=== block 1 ===
### Cell outlines without signal wires, block 1

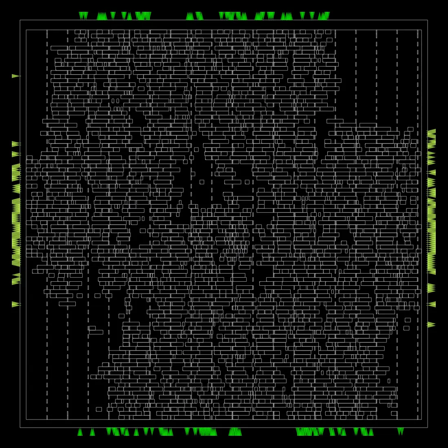

### config.mk
export PLATFORM = sky130hd
export DESIGN_NAME = qu_uop_queue
export DESIGN_NICKNAME = d
export VERILOG_FILES = /design/src/rtl/qu_uop_queue.sv
export SDC_FILE = /design/constraint.sdc
export NUM_CORES = 1
export LEC_CHECK = 0
export CORE_MARGIN = 4
export CORE_UTILIZATION = 45
export DETAILED_ROUTE_END_ITERATION = 7
export PLACE_DENSITY = 0.72
export SLEW_MARGIN = 20
export SYNTH_ARGS = -nofsm -noshare
export SYNTH_HDL_FRONTEND = slang
export SYNTH_SLANG_ARGS = --single-unit
### constraint.sdc
create_clock -name clk -period 12.3 [get_ports clk]
set_input_delay 2.46 -clock clk [delete_from_list [all_inputs] [get_ports clk]]
set_output_delay 2.46 -clock clk [all_outputs]
set_load 0.02 [all_outputs]
### src/rtl/qu_uop_queue.sv
// Multi-lane circular uop FIFO between rename and dispatch.
// Up to ENQ_WIDTH uops are written per cycle and the DEQ_WIDTH oldest entries
// are shown every cycle. Payloads are opaque and are returned bit-exact.

package qu_uop;
    localparam int UOP_WIDTH = 67;
    typedef logic [UOP_WIDTH-1:0] uop_t;
endpackage

// One dequeue lane. It raises valid when the queue holds more than LANE
// entries, and it forces the payload to zero when the lane is invalid.
module qu_deq_lane #(
    parameter int UOP_WIDTH = 67,
    parameter int CW        = 4,
    parameter int LANE      = 0
) (
    input  logic [CW-1:0]        count,
    input  logic [UOP_WIDTH-1:0] entry,
    output logic                 valid,
    output logic [UOP_WIDTH-1:0] uop
);
    // Lane i holds the i-th oldest entry only if that many entries exist
    always_comb begin
        valid = (count > CW'(LANE));
        uop   = valid ? entry : '0;
    end
endmodule

module qu_uop_queue #(
    parameter int UOP_WIDTH = qu_uop::UOP_WIDTH,
    parameter int DEPTH     = 8,
    parameter int ENQ_WIDTH = 2,
    parameter int DEQ_WIDTH = 2
) (
    input  logic                           clk,
    input  logic                           rst,
    input  logic                           flush,
    input  logic [ENQ_WIDTH-1:0]           enq_valid,
    input  logic [ENQ_WIDTH*UOP_WIDTH-1:0] enq_uop,
    output logic                           enq_ready,
    output logic [DEQ_WIDTH-1:0]           deq_valid,
    output logic [DEQ_WIDTH*UOP_WIDTH-1:0] deq_uop,
    input  logic [DEQ_WIDTH-1:0]           deq_ready,
    output logic [$clog2(DEPTH):0]         count
);
    localparam int PW = $clog2(DEPTH);
    localparam int CW = PW + 1;
    localparam logic [CW-1:0] DEPTH_C = CW'(DEPTH);
    localparam logic [CW-1:0] ENQW_C  = CW'(ENQ_WIDTH);

    logic [UOP_WIDTH-1:0] mem [DEPTH];
    logic [PW-1:0]        head;
    logic [PW-1:0]        tail;
    logic [CW-1:0]        n_enq;
    logic [CW-1:0]        n_enq_eff;
    logic [CW-1:0]        n_deq;
    logic [DEQ_WIDTH-1:0][UOP_WIDTH-1:0] lane_entry;
    logic [DEQ_WIDTH-1:0][UOP_WIDTH-1:0] lane_uop;

    // The ready signal uses only the registered count. It is computed before any
    // dequeue in this cycle, so a full queue refuses a group even while draining.
    assign enq_ready = ((DEPTH_C - count) >= ENQW_C);

    // Enqueue group size is the run of set valid bits that starts at lane 0
    always_comb begin
        logic run;
        n_enq = '0;
        run   = 1'b1;
        for (int i = 0; i < ENQ_WIDTH; i++) begin
            if (run && enq_valid[i]) n_enq = n_enq + 1'b1;
            else                     run   = 1'b0;
        end
        n_enq_eff = enq_ready ? n_enq : '0;
    end

    // Dequeue count is the run of valid&ready lanes that starts at lane 0
    always_comb begin
        logic run;
        n_deq = '0;
        run   = 1'b1;
        for (int i = 0; i < DEQ_WIDTH; i++) begin
            if (run && deq_valid[i] && deq_ready[i]) n_deq = n_deq + 1'b1;
            else                                     run   = 1'b0;
        end
    end

    // Per-lane read view. The head offset wraps modulo DEPTH through the pointer width.
    for (genvar i = 0; i < DEQ_WIDTH; i++) begin : g_deq
        assign lane_entry[i] = mem[head + PW'(i)];

        qu_deq_lane #(
            .UOP_WIDTH (UOP_WIDTH),
            .CW        (CW),
            .LANE      (i)
        ) u_lane (
            .count (count),
            .entry (lane_entry[i]),
            .valid (deq_valid[i]),
            .uop   (lane_uop[i])
        );

        assign deq_uop[i*UOP_WIDTH +: UOP_WIDTH] = lane_uop[i];
    end

    // Storage write. Valid masking on the read side hides stale data, so storage is never cleared.
    always_ff @(posedge clk) begin
        if (!rst && !flush) begin
            for (int k = 0; k < ENQ_WIDTH; k++) begin
                if (CW'(k) < n_enq_eff)
                    mem[tail + PW'(k)] <= enq_uop[k*UOP_WIDTH +: UOP_WIDTH];
            end
        end
    end

    // Pointer and occupancy update. Reset has priority over flush, and flush has priority over handshakes.
    always_ff @(posedge clk) begin
        if (rst) begin
            head  <= '0;
            tail  <= '0;
            count <= '0;
        end else if (flush) begin
            head  <= '0;
            tail  <= '0;
            count <= '0;
        end else begin
            head  <= head + PW'(n_deq);
            tail  <= tail + PW'(n_enq_eff);
            count <= count + n_enq_eff - n_deq;
        end
    end

    // Occupancy must stay within the storage size
    always_ff @(posedge clk) begin
        if (!rst) assert (count <= DEPTH_C);
    end
endmodule
=== block 2 ===
**src/rtl/seg7_pkg.sv**
```systemverilog
// Shared segment encodings and helpers for the multiplexed 7-segment driver.
// Codes are active-high {a,b,c,d,e,f,g}; board polarity is applied at the pins.
package seg7_pkg;

    localparam logic [6:0] SEG_0     = 7'b1111110;
    localparam logic [6:0] SEG_1     = 7'b0110000;
    localparam logic [6:0] SEG_2     = 7'b1101101;
    localparam logic [6:0] SEG_3     = 7'b1111001;
    localparam logic [6:0] SEG_4     = 7'b0110011;
    localparam logic [6:0] SEG_5     = 7'b1011011;
    localparam logic [6:0] SEG_6     = 7'b1011111;
    localparam logic [6:0] SEG_7     = 7'b1110010;
    localparam logic [6:0] SEG_8     = 7'b1111111;
    localparam logic [6:0] SEG_9     = 7'b1111011;
    localparam logic [6:0] SEG_BLANK = 7'b0000000;

    // Non-decimal codes render dark rather than as hex glyphs.
    function automatic logic [6:0] bcd_to_seg(input logic [3:0] bcd);
        logic [6:0] code;
        case (bcd)
            4'd0:    code = SEG_0;
            4'd1:    code = SEG_1;
            4'd2:    code = SEG_2;
            4'd3:    code = SEG_3;
            4'd4:    code = SEG_4;
            4'd5:    code = SEG_5;
            4'd6:    code = SEG_6;
            4'd7:    code = SEG_7;
            4'd8:    code = SEG_8;
            4'd9:    code = SEG_9;
            default: code = SEG_BLANK;
        endcase
        return code;
    endfunction

    function automatic logic [6:0] apply_polarity(input logic [6:0] code, input logic active_low);
        return active_low ? ~code : code;
    endfunction

endpackage

```
**src/rtl/seg7_decode.sv**
```systemverilog
// Combinational BCD to active-high 7-segment decoder for the currently scanned digit.
module seg7_decode
    import seg7_pkg::*;
(
    input  logic [3:0] i_bcd,
    output logic [6:0] o_seg
);

    assign o_seg = bcd_to_seg(i_bcd);

endmodule

```
**src/rtl/seg7_scan_driver.sv**
```systemverilog
// Time-multiplexed 7-segment driver: shadow latch, scan timer with dead cycle,
// blink, blanking and leading-zero suppression, all outputs registered together.
module seg7_scan_driver
    import seg7_pkg::*;
#(
    parameter int NUM_DIGITS = 4,
    parameter int SCAN_DIV   = 50000,
    parameter int BLINK_DIV  = 25000000,
    parameter int ACTIVE_LOW = 1
) (
    input  logic                          clk,
    input  logic                          rst_n,
    input  logic                          update,
    input  logic [4*NUM_DIGITS-1:0]       digits_bcd,
    input  logic [NUM_DIGITS-1:0]         dp_in,
    input  logic [NUM_DIGITS-1:0]         blank_mask,
    input  logic [NUM_DIGITS-1:0]         blink_en,
    input  logic                          lz_suppress,
    output logic [6:0]                    seg_out,
    output logic                          dp_out,
    output logic [NUM_DIGITS-1:0]         an_out,
    output logic [$clog2(NUM_DIGITS)-1:0] digit_idx
);

    localparam int   IDX_W   = $clog2(NUM_DIGITS);
    localparam int   SCAN_W  = $clog2(SCAN_DIV);
    localparam int   BLINK_W = $clog2(BLINK_DIV);
    localparam logic POL     = (ACTIVE_LOW != 0);

    logic [SCAN_W-1:0]     r_scan_cnt;
    logic [IDX_W-1:0]      r_digit_idx;
    logic [BLINK_W-1:0]    r_blink_cnt;
    logic                  r_blink_on;

    logic [3:0]            r_digits [NUM_DIGITS];
    logic [NUM_DIGITS-1:0] r_dp;
    logic [NUM_DIGITS-1:0] r_blank;
    logic [NUM_DIGITS-1:0] r_blink;
    logic                  r_lz;

    logic [6:0]            r_seg;
    logic                  r_dp_out;
    logic [NUM_DIGITS-1:0] r_an;

    logic [NUM_DIGITS-1:0] w_is_zero;
    logic [NUM_DIGITS-1:0] w_lz_blank;
    logic [3:0]            w_sel_bcd;
    logic [6:0]            w_dec_seg;
    logic [6:0]            w_seg_hi;
    logic                  w_dp_hi;
    logic [NUM_DIGITS-1:0] w_an_hi;

    always_ff @(posedge clk or negedge rst_n) begin
        if (!rst_n) begin
            r_scan_cnt  <= '0;
            r_digit_idx <= '0;
        end else if (r_scan_cnt == SCAN_W'(SCAN_DIV - 1)) begin
            r_scan_cnt  <= '0;
            r_digit_idx <= (r_digit_idx == IDX_W'(NUM_DIGITS - 1)) ? '0 : r_digit_idx + IDX_W'(1);
        end else begin
            r_scan_cnt  <= r_scan_cnt + SCAN_W'(1);
        end
    end

    always_ff @(posedge clk or negedge rst_n) begin
        if (!rst_n) begin
            r_blink_cnt <= '0;
            r_blink_on  <= 1'b1;
        end else if (r_blink_cnt == BLINK_W'(BLINK_DIV - 1)) begin
            r_blink_cnt <= '0;
            r_blink_on  <= ~r_blink_on;
        end else begin
            r_blink_cnt <= r_blink_cnt + BLINK_W'(1);
        end
    end

    always_ff @(posedge clk or negedge rst_n) begin
        if (!rst_n) begin
            for (int i = 0; i < NUM_DIGITS; i++) r_digits[i] <= 4'd0;
            r_dp    <= '0;
            r_blank <= '0;
            r_blink <= '0;
            r_lz    <= 1'b0;
        end else if (update) begin
            for (int i = 0; i < NUM_DIGITS; i++) r_digits[i] <= digits_bcd[4*i +: 4];
            r_dp    <= dp_in;
            r_blank <= blank_mask;
            r_blink <= blink_en;
            r_lz    <= lz_suppress;
        end
    end

    // A digit is a leading zero when it and every more-significant digit are zero.
    for (genvar gi = 0; gi < NUM_DIGITS; gi++) begin : g_lz
        assign w_is_zero[gi] = (r_digits[gi] == 4'd0);
        if (gi == 0) begin : g_lsd
            assign w_lz_blank[gi] = 1'b0;
        end else begin : g_upper
            assign w_lz_blank[gi] = r_lz & (&w_is_zero[NUM_DIGITS-1:gi]);
        end
    end

    assign w_sel_bcd = r_digits[r_digit_idx];

    seg7_decode u_decode (
        .i_bcd (w_sel_bcd),
        .o_seg (w_dec_seg)
    );

    always_comb begin
        w_seg_hi = w_dec_seg;
        w_dp_hi  = r_dp[r_digit_idx];
        w_an_hi  = '0;
        if (r_scan_cnt == '0) begin
            // Dead cycle: everything dark while the segment bus settles.
            w_seg_hi = SEG_BLANK;
            w_dp_hi  = 1'b0;
        end else begin
            w_an_hi[r_digit_idx] = 1'b1;
            if (r_blank[r_digit_idx] || (r_blink[r_digit_idx] && !r_blink_on)) begin
                w_seg_hi = SEG_BLANK;
                w_dp_hi  = 1'b0;
            end else if (w_lz_blank[r_digit_idx]) begin
                w_seg_hi = SEG_BLANK;
            end
        end
    end

    always_ff @(posedge clk or negedge rst_n) begin
        if (!rst_n) begin
            r_seg    <= {7{POL}};
            r_dp_out <= POL;
            r_an     <= {NUM_DIGITS{POL}};
        end else begin
            r_seg    <= apply_polarity(w_seg_hi, POL);
            r_dp_out <= w_dp_hi ^ POL;
            r_an     <= w_an_hi ^ {NUM_DIGITS{POL}};
        end
    end

    assign seg_out   = r_seg;
    assign dp_out    = r_dp_out;
    assign an_out    = r_an;
    assign digit_idx = r_digit_idx;

endmodule
```
**config.mk**
```make
export PLATFORM = sky130hd
export DESIGN_NAME = seg7_scan_driver
export DESIGN_NICKNAME = d
export VERILOG_FILES = /design/src/rtl/seg7_pkg.sv /design/src/rtl/seg7_decode.sv /design/src/rtl/seg7_scan_driver.sv
export SDC_FILE = /design/constraint.sdc
export NUM_CORES = 1
export LEC_CHECK = 0
export CORE_ASPECT_RATIO = 1.2
export CORE_MARGIN = 4
export CORE_UTILIZATION = 40
export DETAILED_ROUTE_END_ITERATION = 12
export GPL_TIMING_DRIVEN = 1
export PLACE_DENSITY = 0.58
export RECOVER_POWER = 25
export SYNTH_ARGS = -nofsm -noshare
export SYNTH_HDL_FRONTEND = slang
export SYNTH_SLANG_ARGS = --single-unit
```
**constraint.sdc**
```tcl
create_clock -name clk -period 1.95 [get_ports clk]
set_input_delay 0.585 -clock clk [delete_from_list [all_inputs] [get_ports clk]]
set_output_delay 0.585 -clock clk [all_outputs]
set_load 0.005 [all_outputs]
```
=== block 3 ===
<file path="config.mk">
export PLATFORM = sky130hd
export DESIGN_NAME = ram_stream_reader
export DESIGN_NICKNAME = d
export VERILOG_FILES = /design/src/rtl/ram_rd_pkg.sv /design/src/rtl/ram_stream_reader.sv
export SDC_FILE = /design/constraint.sdc
export NUM_CORES = 1
export LEC_CHECK = 0
export CAP_MARGIN = 10
export CORE_UTILIZATION = 40
export DETAILED_ROUTE_END_ITERATION = 10
export PLACE_DENSITY = 0.73
export REMOVE_ABC_BUFFERS = 1
export SKIP_LAST_GASP = 1
export SYNTH_ARGS = -nofsm -noshare
export SYNTH_HDL_FRONTEND = slang
export SYNTH_SLANG_ARGS = --single-unit
</file>
<file path="constraint.sdc">
create_clock -name clk -period 5.5 [get_ports clk]
set_clock_uncertainty 0.2 [all_clocks]
set_input_delay 0.55 -clock clk [delete_from_list [all_inputs] [get_ports clk]]
set_output_delay 0.55 -clock clk [all_outputs]
set_load 0.01 [all_outputs]
</file>
<file path="src/rtl/ram_rd_pkg.sv">
// Shared types for the RAM stream reader: FSM state encoding and stall counter width.
package ram_rd_pkg;

    typedef enum logic {RD_IDLE, RD_RUN} rd_state_t;

    localparam int unsigned STALL_W = 16;

endpackage

</file>
<file path="src/rtl/ram_stream_reader.sv">
// Read-side engine: walks (base, len) over an async-read RAM and emits a valid/ready stream.
// Optional stall counter is built only when RAM_STREAM_READER_STALL_CNT_EN is defined.
module ram_stream_reader
    import ram_rd_pkg::*;
#(
    parameter int unsigned DW    = 8,
    parameter int unsigned WORDS = 256,
    localparam int unsigned AW   = $clog2(WORDS),
    localparam int unsigned LW   = AW + 1
) (
    input  logic               clk,
    input  logic               rst,
    input  logic               cmd_valid,
    output logic               cmd_ready,
    input  logic [AW-1:0]      cmd_base,
    input  logic [LW-1:0]      cmd_len,
    output logic [AW-1:0]      rd_addr,
    input  logic [DW-1:0]      rd_data,
    output logic               m_valid,
    input  logic               m_ready,
    output logic [DW-1:0]      m_data,
    output logic               m_last,
    output logic               done,
    output logic [STALL_W-1:0] stall_cnt
);

    if (WORDS < 2 || (WORDS & (WORDS - 1)) != 0) begin : g_bad_words
        $error("ram_stream_reader: WORDS must be a power of two and at least 2");
    end

    rd_state_t     state_q, state_d;
    logic [AW-1:0] addr_q, addr_d;
    logic [LW-1:0] remain_q, remain_d;
    logic          m_valid_q, m_valid_d;
    logic [DW-1:0] m_data_q, m_data_d;
    logic          m_last_q, m_last_d;
    logic          done_q, done_d;
    logic          cmd_hs;
    logic          slot_free;

    assign cmd_ready = (state_q == RD_IDLE);
    assign cmd_hs    = cmd_valid && cmd_ready;
    // Output register can take a new beat when empty or being drained this cycle.
    assign slot_free = !m_valid_q || m_ready;

    always_comb begin
        state_d   = state_q;
        addr_d    = addr_q;
        remain_d  = remain_q;
        m_valid_d = m_valid_q;
        m_data_d  = m_data_q;
        m_last_d  = m_last_q;
        done_d    = 1'b0;
        unique case (state_q)
            RD_IDLE: begin
                if (cmd_hs) begin
                    addr_d   = cmd_base;
                    remain_d = cmd_len;
                    state_d  = RD_RUN;
                end
            end
            RD_RUN: begin
                if (remain_q != '0 && slot_free) begin
                    m_data_d  = rd_data;
                    m_valid_d = 1'b1;
                    m_last_d  = (remain_q == LW'(1));
                    addr_d    = addr_q + AW'(1);
                    remain_d  = remain_q - LW'(1);
                end else if (m_ready) begin
                    m_valid_d = 1'b0;
                    m_last_d  = 1'b0;
                end
                if (remain_q == '0 && slot_free) begin
                    state_d = RD_IDLE;
                    done_d  = 1'b1;
                end
            end
            default: state_d = RD_IDLE;
        endcase
    end

    always_ff @(posedge clk) begin
        if (rst) begin
            state_q   <= RD_IDLE;
            addr_q    <= '0;
            remain_q  <= '0;
            m_valid_q <= 1'b0;
            m_data_q  <= '0;
            m_last_q  <= 1'b0;
            done_q    <= 1'b0;
        end else begin
            state_q   <= state_d;
            addr_q    <= addr_d;
            remain_q  <= remain_d;
            m_valid_q <= m_valid_d;
            m_data_q  <= m_data_d;
            m_last_q  <= m_last_d;
            done_q    <= done_d;
        end
    end

    assign rd_addr = addr_q;
    assign m_valid = m_valid_q;
    assign m_data  = m_data_q;
    assign m_last  = m_last_q;
    assign done    = done_q;

`ifdef RAM_STREAM_READER_STALL_CNT_EN
    logic [STALL_W-1:0] stall_q, stall_d;

    always_comb begin
        stall_d = stall_q;
        if (cmd_hs) begin
            stall_d = '0;
        end else if (m_valid_q && !m_ready && stall_q != '1) begin
            stall_d = stall_q + STALL_W'(1);
        end
    end

    always_ff @(posedge clk) begin
        if (rst) begin
            stall_q <= '0;
        end else begin
            stall_q <= stall_d;
        end
    end

    assign stall_cnt = stall_q;
`else
    assign stall_cnt = '0;
`endif

endmodule

</file>
### Sizing map, block 3

Scale: 6 px per µm.
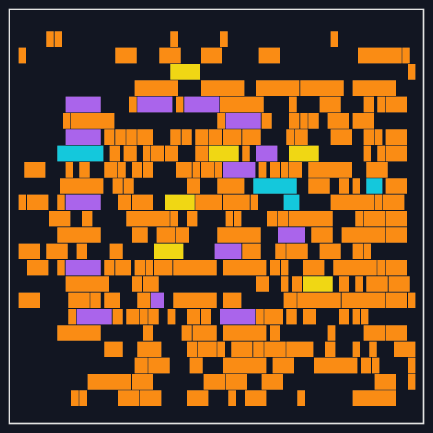
_2 cells: marked purple, cells 14. _0 and _1 cells: marked orange, cells 228. _6 and larger: marked yellow, cells 6. _3 and _4 cells: marked cyan, cells 4.

### Cell outlines without signal wires, block 3

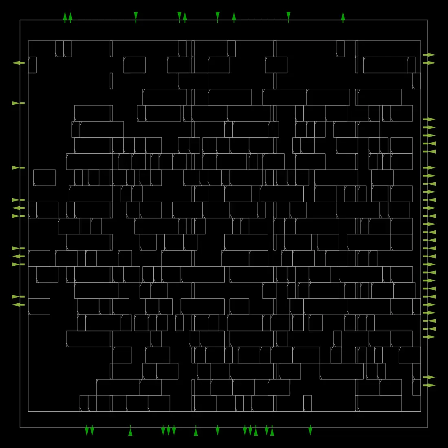
Seq area share: 0.2548
Flops: 29
num rows: 23
fin cells: 302

==> flow_summary.yaml, block 3 <==
# implementation run metrics
layout:
  diodes: 0
  largest_register: "remain_q"
  layout.area.seq_um2: 580.6
critical_path:
  path_delay_family: "buffers and inverters"
  crit_start: "state_q"
  crit_type: "reg -> out"
  max_stage_delay_ns: 0.85
  reg2reg_depth: 4
  end_kind: "output port"
pwr:
  p_sw_frac: 0.3503
  internal-power_mw: 0.4575
  pwr-share-seq: 0.388
  combPwrFrac: 0.360
clocking:
  cts_resized: 0
synth:
  simple_gate_area_frac: 0.2125
  synth-seq-cells: 29
  ys_seq_share: 0.3254
  netlist_area_um2: 1784
final_timing:
  tightest_slew_ns: 0.8167
  hold_ws_ns: 0.2532
grt:
  grt_pass1_wl_um: 6389
detailed_routing:
  firstDrtPassIters: 4
worst_hold_path:
  hold_end: "m_data[4]"
floorplanning:
  die_width_um: 68.79
outcome:
  status: "finished, final reports clean"
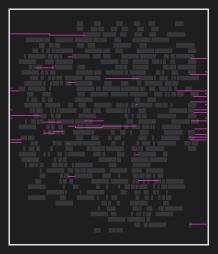
*Metal 3, block 2*
Scale: 2 px per µm. Cells faint in the background.
The wires run mostly horizontal. The longest straight run is 19.3 µm. The layer carries 284 µm of wire. 32 nets have wire on it. The layer holds 3.6% of the routed length.

### Placed cells, one color a class, block 2

Scale: 4 px per µm.
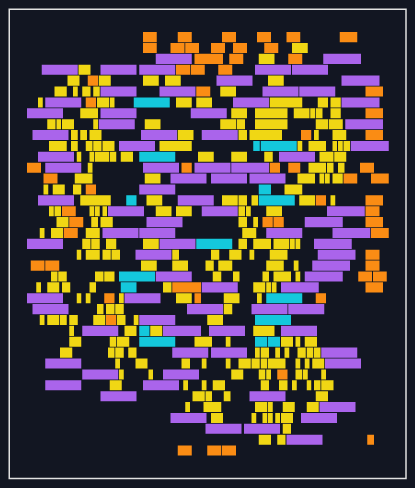
combinational and other logic: marked yellow, cells 238, share of their area 37%. flops: marked purple, cells 85, share of their area 45%. other buffers and delay cells: marked orange, cells 61, share of their area 13%. clock drivers and dummy loads: marked cyan, cells 16, share of their area 5.9%.

==> flow_summary.yaml, block 2 <==
# implementation run metrics
detailed_routing:
  drt_iter0_markers: 46
  top_layer: "met4"
grt:
  met1_usage: 0.1872
  grt_pass1_wl_um: 13430
  met2_usage: 0.2540
layout:
  flop-count: 85
  nets: 438
floorplanning:
  tap-cell-count: 123
  chipArea_um2: 11550
outcome:
  status: "finished, final reports clean"
final_timing:
  tightest_slew_ns: 0.9572
  slew_headroom: 0.3618
  setup_viol: 0
critical_path:
  end_kind: "output port"
  crit_chain: "clkdlybuf4s50_1"
clocking:
  root_buffer: "clkbuf_16"
worst_hold_path:
  hp-class: "in -> async"
pwr:
  p_total_mw: 3.813
### Metal 3, block 1

Scale: 1 px per µm. Cells faint in the background.
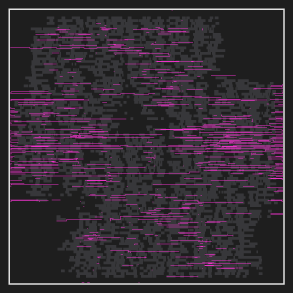
The layer carries 8550 µm of wire. The wires run mostly horizontal. The longest straight run is 113 µm.
Vias: 20030
met3 track demand over resource: 0.06556
WL final: 95100 µm

### Sequential cells colored by netlist name, block 1

Scale: 1.5 px per µm.
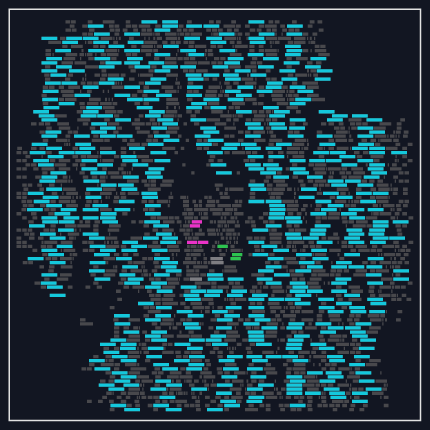
mem: marked cyan, sequential cells 536, where spread over the die. tail: marked green, sequential cells 3. count: marked magenta, sequential cells 4, where middle.

Notes on 'Cell outlines without signal wires' of block 1 above:
Tap Cells: 931
final core utilization: 0.5397
num rows: 96

==> flow_summary.yaml, block 1 <==
# implementation run metrics
detailed_routing:
  top_layer: "met5"
  via_per_inst: 6.331
  drt_iter0_markers: 2265
  drc: 0
outcome:
  status: "finished, final reports clean"
run:
  maxCapViolCount: 0
layout:
  largest_register: "mem"
  layout.cells.most_common: "edfxtp_1"
critical_path:
  end_kind: "output port"
  crit_type: "reg -> out"
clocking:
  cts_resized: 0
  tritoncts: "yes"
  htreeDepth: 2
synth:
  common_cells: "edfxtp_1, mux2_2, mux4_2"
  yosysWarningCount: 0
  synthCells: 1948
  simple_gate_area_frac: 0.03044
  ys_seq_share: 0.5149
grt:
  grtUsageTotal: 0.2519
final_timing:
  clock_skew_ns: 0.02341
worst_hold_path:
  hold_path_depth: 2
floorplanning:
  core-area_um2: 69190
placement:
  portBuffers: 281

=== block 4 ===
### Metal 3, block 4

Scale: 1.5 px per µm. Cells faint in the background.
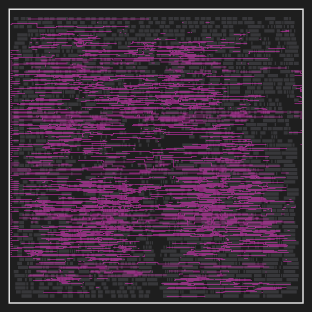
### Sizing map, block 4

Scale: 2 px per µm.
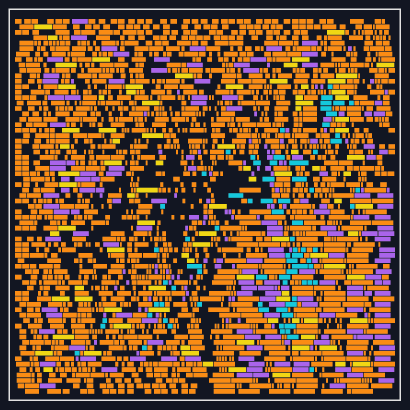
### Cell outlines without signal wires, block 4

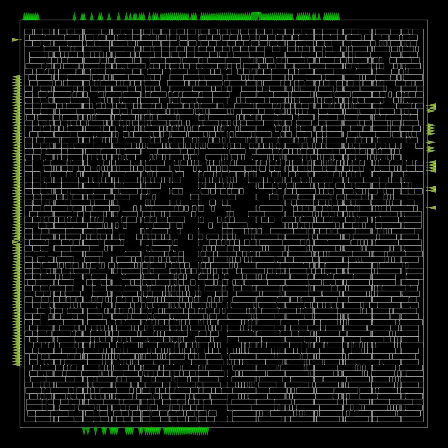
===== src/rtl/snake_pkg.sv =====
`default_nettype none
// ============================================================================
// Module   : snake_pkg
// Purpose  : Shared types and constants for the snake body tracker:
//            heading enum, board coordinate struct, board/length sizes,
//            reset head/tail positions and FSM state encoding.
// Revision : 1.0 - initial release
// ============================================================================
package snake_pkg;

    localparam int GRID    = 16;
    localparam int MAX_LEN = 16;

    typedef enum logic [1:0] {
        UP    = 2'd0,
        DOWN  = 2'd1,
        LEFT  = 2'd2,
        RIGHT = 2'd3
    } dir_t;

    typedef struct packed {
        logic [3:0] i;  // row
        logic [3:0] j;  // column
    } pos_t;

    localparam pos_t C_INIT_HEAD = '{i: 4'd7, j: 4'd4};
    localparam pos_t C_INIT_TAIL = '{i: 4'd7, j: 4'd3};

    localparam logic [1:0] C_ST_IDLE = 2'd0;
    localparam logic [1:0] C_ST_RUN  = 2'd1;
    localparam logic [1:0] C_ST_DEAD = 2'd2;

    // Opposite headings differ only in bit 0 (UP/DOWN, LEFT/RIGHT).
    function automatic logic is_reverse(input dir_t a, input dir_t b);
        return (2'(a) ^ 2'(b)) == 2'b01;
    endfunction

endpackage
`default_nettype wire


===== src/rtl/snake_next_pos.sv =====
`default_nettype none
// ============================================================================
// Module   : snake_next_pos
// Purpose  : Combinational one-cell step of a board position plus wall check.
// Ports    : pos_i       - current position
//            dir_i       - heading to step in
//            next_pos_o  - stepped position (value meaningless if off board)
//            off_board_o - step would leave the board
// Revision : 1.0 - initial release
// ============================================================================
module snake_next_pos
    import snake_pkg::*;
(
    input  pos_t pos_i,
    input  dir_t dir_i,
    output pos_t next_pos_o,
    output logic off_board_o
);

    always_comb begin
        next_pos_o  = pos_i;
        off_board_o = 1'b0;
        case (dir_i)
            UP: begin
                next_pos_o.i = pos_i.i - 4'd1;
                off_board_o  = (pos_i.i == 4'd0);
            end
            DOWN: begin
                next_pos_o.i = pos_i.i + 4'd1;
                off_board_o  = (pos_i.i == 4'(GRID - 1));
            end
            LEFT: begin
                next_pos_o.j = pos_i.j - 4'd1;
                off_board_o  = (pos_i.j == 4'd0);
            end
            RIGHT: begin
                next_pos_o.j = pos_i.j + 4'd1;
                off_board_o  = (pos_i.j == 4'(GRID - 1));
            end
        endcase
    end

endmodule
`default_nettype wire


===== src/rtl/snake_body.sv =====
`default_nettype none
// ============================================================================
// Module   : snake_body
// Purpose  : Snake body tracker. Segments live in a circular buffer with
//            head/tail pointers; a registered bitmap mirrors occupancy and
//            doubles as the self-collision lookup.
// Ports    : clk, reset (sync, active-low)
//            tick             - advance one cell
//            dir_valid, dir   - heading request (reverse requests dropped)
//            i_apple, j_apple - apple position
//            GrnPixels        - body bitmap [row][col]
//            eaten            - one-cycle pulse after the head lands on apple
//            game_over        - high in DEAD
//            length           - segment count
// Revision : 1.0 - initial release
// ============================================================================
module snake_body #(
    parameter int GRID    = snake_pkg::GRID,
    parameter int MAX_LEN = snake_pkg::MAX_LEN
) (
    input  logic                           clk,
    input  logic                           reset,
    input  logic                           tick,
    input  logic                           dir_valid,
    input  logic [1:0]                     dir,
    input  logic [3:0]                     i_apple,
    input  logic [3:0]                     j_apple,
    output logic [GRID-1:0][GRID-1:0]      GrnPixels,
    output logic                           eaten,
    output logic                           game_over,
    output logic [4:0]                     length
);

    import snake_pkg::*;

    localparam int         PTR_W     = $clog2(MAX_LEN);
    localparam logic [4:0] C_MAX_LEN = 5'(MAX_LEN);

    logic [1:0]               state_q, state_d;
    dir_t                     heading_q, heading_d;
    pos_t                     seg_q [MAX_LEN];
    logic [PTR_W-1:0]         head_ptr_q, tail_ptr_q;
    logic [4:0]               len_q;
    logic [GRID-1:0][GRID-1:0] grid_q, grid_d;
    logic                     eaten_q;

    dir_t w_dir_req, w_step_dir;
    pos_t w_head, w_tail, w_next, w_apple;
    logic w_off, w_eat, w_grow, w_self, w_collide, w_move;

    function automatic logic [PTR_W-1:0] ptr_inc(input logic [PTR_W-1:0] p);
        return (p == PTR_W'(MAX_LEN - 1)) ? '0 : p + 1'b1;
    endfunction

    // A same-cycle request steers this very step.
    assign w_dir_req  = dir_t'(dir);
    assign w_step_dir = (dir_valid && !is_reverse(w_dir_req, heading_q)) ? w_dir_req : heading_q;
    assign w_head     = seg_q[head_ptr_q];
    assign w_tail     = seg_q[tail_ptr_q];
    assign w_apple    = '{i: i_apple, j: j_apple};

    snake_next_pos u_next_pos (
        .pos_i       (w_head),
        .dir_i       (w_step_dir),
        .next_pos_o  (w_next),
        .off_board_o (w_off)
    );

    assign w_eat  = (w_next == w_apple);
    // At full length eating no longer grows; the tail still advances.
    assign w_grow = w_eat && (len_q < C_MAX_LEN);
    // The tail cell is free to enter only when the tail is moving away.
    assign w_self    = grid_q[w_next.i][w_next.j] && !((w_next == w_tail) && !w_grow);
    assign w_collide = w_off || w_self;
    assign w_move    = (state_q == C_ST_RUN) && tick && !w_collide;

    // ---------------- FSM: state register ----------------
    always_ff @(posedge clk) begin
        if (!reset) state_q <= C_ST_IDLE;
        else        state_q <= state_d;
    end

    // ---------------- FSM: next state ----------------
    always_comb begin
        state_d = state_q;
        case (state_q)
            C_ST_IDLE: if (dir_valid)          state_d = C_ST_RUN;
            C_ST_RUN:  if (tick && w_collide)  state_d = C_ST_DEAD;
            C_ST_DEAD:                         state_d = C_ST_DEAD;
            default:                           state_d = C_ST_IDLE;
        endcase
    end

    // ---------------- FSM: outputs ----------------
    always_comb begin
        game_over = (state_q == C_ST_DEAD);
    end

    // ---------------- datapath next values ----------------
    always_comb begin
        heading_d = heading_q;
        if (state_q != C_ST_DEAD && dir_valid && !is_reverse(w_dir_req, heading_q))
            heading_d = w_dir_req;

        // Clear before set so a head entering the vacated tail cell stays lit.
        grid_d = grid_q;
        if (w_move) begin
            if (!w_grow) grid_d[w_tail.i][w_tail.j] = 1'b0;
            grid_d[w_next.i][w_next.j] = 1'b1;
        end
    end

    always_ff @(posedge clk) begin
        if (!reset) begin
            for (int k = 0; k < MAX_LEN; k++) seg_q[k] <= '0;
            seg_q[0]   <= C_INIT_TAIL;
            seg_q[1]   <= C_INIT_HEAD;
            tail_ptr_q <= '0;
            head_ptr_q <= PTR_W'(1);
            len_q      <= 5'd2;
            heading_q  <= RIGHT;
            eaten_q    <= 1'b0;
            grid_q     <= '0;
            grid_q[C_INIT_TAIL.i][C_INIT_TAIL.j] <= 1'b1;
            grid_q[C_INIT_HEAD.i][C_INIT_HEAD.j] <= 1'b1;
        end else begin
            heading_q <= heading_d;
            grid_q    <= grid_d;
            eaten_q   <= w_move && w_eat;
            if (w_move) begin
                seg_q[ptr_inc(head_ptr_q)] <= w_next;
                head_ptr_q                 <= ptr_inc(head_ptr_q);
                if (w_grow) len_q      <= len_q + 5'd1;
                else        tail_ptr_q <= ptr_inc(tail_ptr_q);
            end
        end
    end

    assign GrnPixels = grid_q;
    assign eaten     = eaten_q;
    assign length    = len_q;

endmodule
`default_nettype wire


===== config.mk =====
export PLATFORM = sky130hd
export DESIGN_NAME = snake_body
export DESIGN_NICKNAME = d
export VERILOG_FILES = /design/src/rtl/snake_pkg.sv /design/src/rtl/snake_next_pos.sv /design/src/rtl/snake_body.sv
export SDC_FILE = /design/constraint.sdc
export NUM_CORES = 1
export LEC_CHECK = 0
export CAP_MARGIN = 15
export CORE_MARGIN = 2
export CORE_UTILIZATION = 56
export DETAILED_ROUTE_END_ITERATION = 10
export GPL_TIMING_DRIVEN = 0
export PLACE_DENSITY_LB_ADDON = 0.15
export SYNTH_ARGS = -nofsm -noshare
export SYNTH_HDL_FRONTEND = slang
export SYNTH_SLANG_ARGS = --single-unit
export TNS_END_PERCENT = 10

===== constraint.sdc =====
create_clock -name clk -period 6.73 [get_ports clk]
set_clock_uncertainty 0.1 [all_clocks]
set_input_delay 1.0095 -clock clk [delete_from_list [all_inputs] [get_ports clk]]
set_output_delay 1.0095 -clock clk [all_outputs]
set_load 0.02 [all_outputs]

==> flow_summary.yaml <==
# implementation run metrics
outcome:
  status: "complete, but fails checks"
  failed_checks: "setup timing"
placement:
  dpl-instance-area_um2: 23750
  portBuffers: 274
synth:
  ff_type: "dfxtp_1"
  area_leaders: "dfxtp_1, edfxtp_1, mux4_2"
  synthCells: 1913
  top_cell: "dfxtp_1"
critical_path:
  required_ns: 7.15
  max_stage_delay_ns: 1.08
  crit_cells: 22
  path_delay_family: "AND-OR/OR-AND gates"
clocking:
  cts_buffers: 45
  htreeDepth: 2
layout:
  nets: 2300
  final_cell_count_no_fill: 2765
grt:
  grtUsageTotal: 0.4894
final_timing:
  fin_ws_ns: -0.1378
  setup_viol: 104
floorplanning:
  ios: 277
## Picture notes: 'Metal 3' of block 4
The longest straight run is 103 µm. The layer carries 15100 µm of wire. The wires run mostly horizontal. The layer holds 16% of the routed length.
met3 track demand over resource: 0.1824
Vias: 20620
WL final: 94290 µm

## Picture notes: 'Sizing map' of block 4
_0 and _1 cells: marked orange, cells 1898. _6 and larger: marked yellow, cells 90. _2 cells: marked purple, cells 238. _3 and _4 cells: marked cyan, cells 77.
Buffers, non-clock: 484
final instance area: 26120 µm²
Layout area overhead: 28.20%
worst setup margin: -0.1378 ns

## Picture notes: 'Cell outlines without signal wires' of block 4
Seq area share: 0.3633
num rows: 69
CORE AREA: 35740 µm²



## Gallery

Sequential cells colored by netlist name.
picture 1
Scale: 3 px per µm.
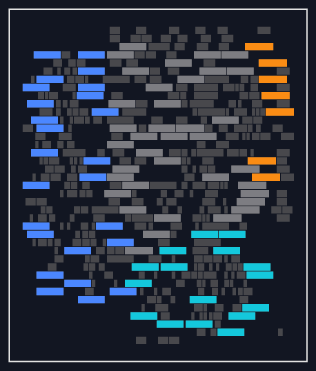
picture 2
Scale: 6 px per µm.
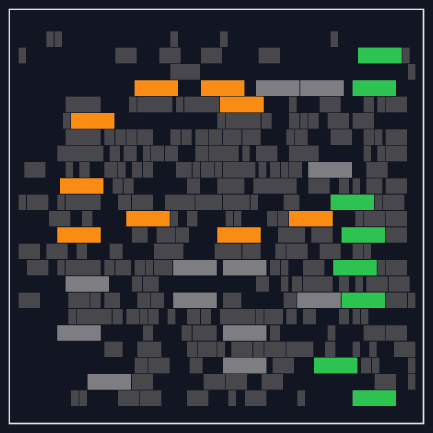
picture 3
Scale: 2 px per µm.
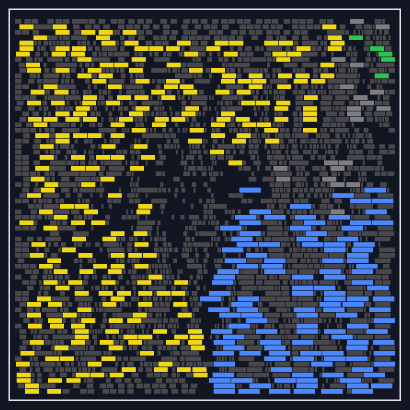
Picture 2 is block 3.
Picture 1 is block 2.
Picture 3 is block 4.


==> screenshots <==
Placed cells, one color a class.
panel A
Scale: 1.5 px per µm.
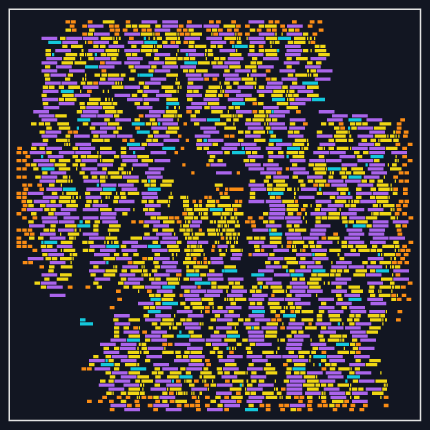
panel B
Scale: 2 px per µm.
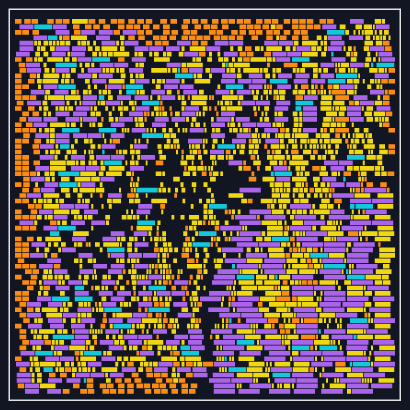
panel C
Scale: 6 px per µm.
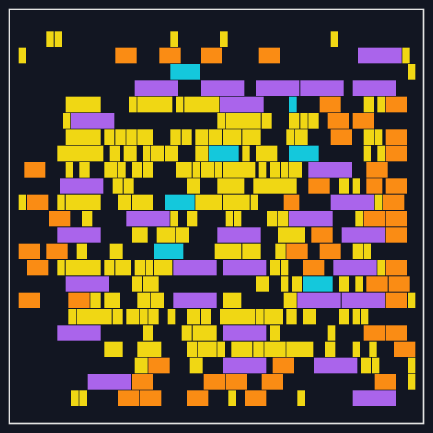
Of these, highest utilization: panel B
Of these, smallest die: panel C
panel C: block 3
panel A: block 1
panel B: block 4

Key to panel C:
flops: marked purple, cells 29, share of their area 26%. combinational and other logic: marked yellow, cells 166, share of their area 48%. other buffers and delay cells: marked orange, cells 50, share of their area 22%. clock drivers and dummy loads: marked cyan, cells 7, share of their area 3.9%.

Power and IR drop assume default switching activity.
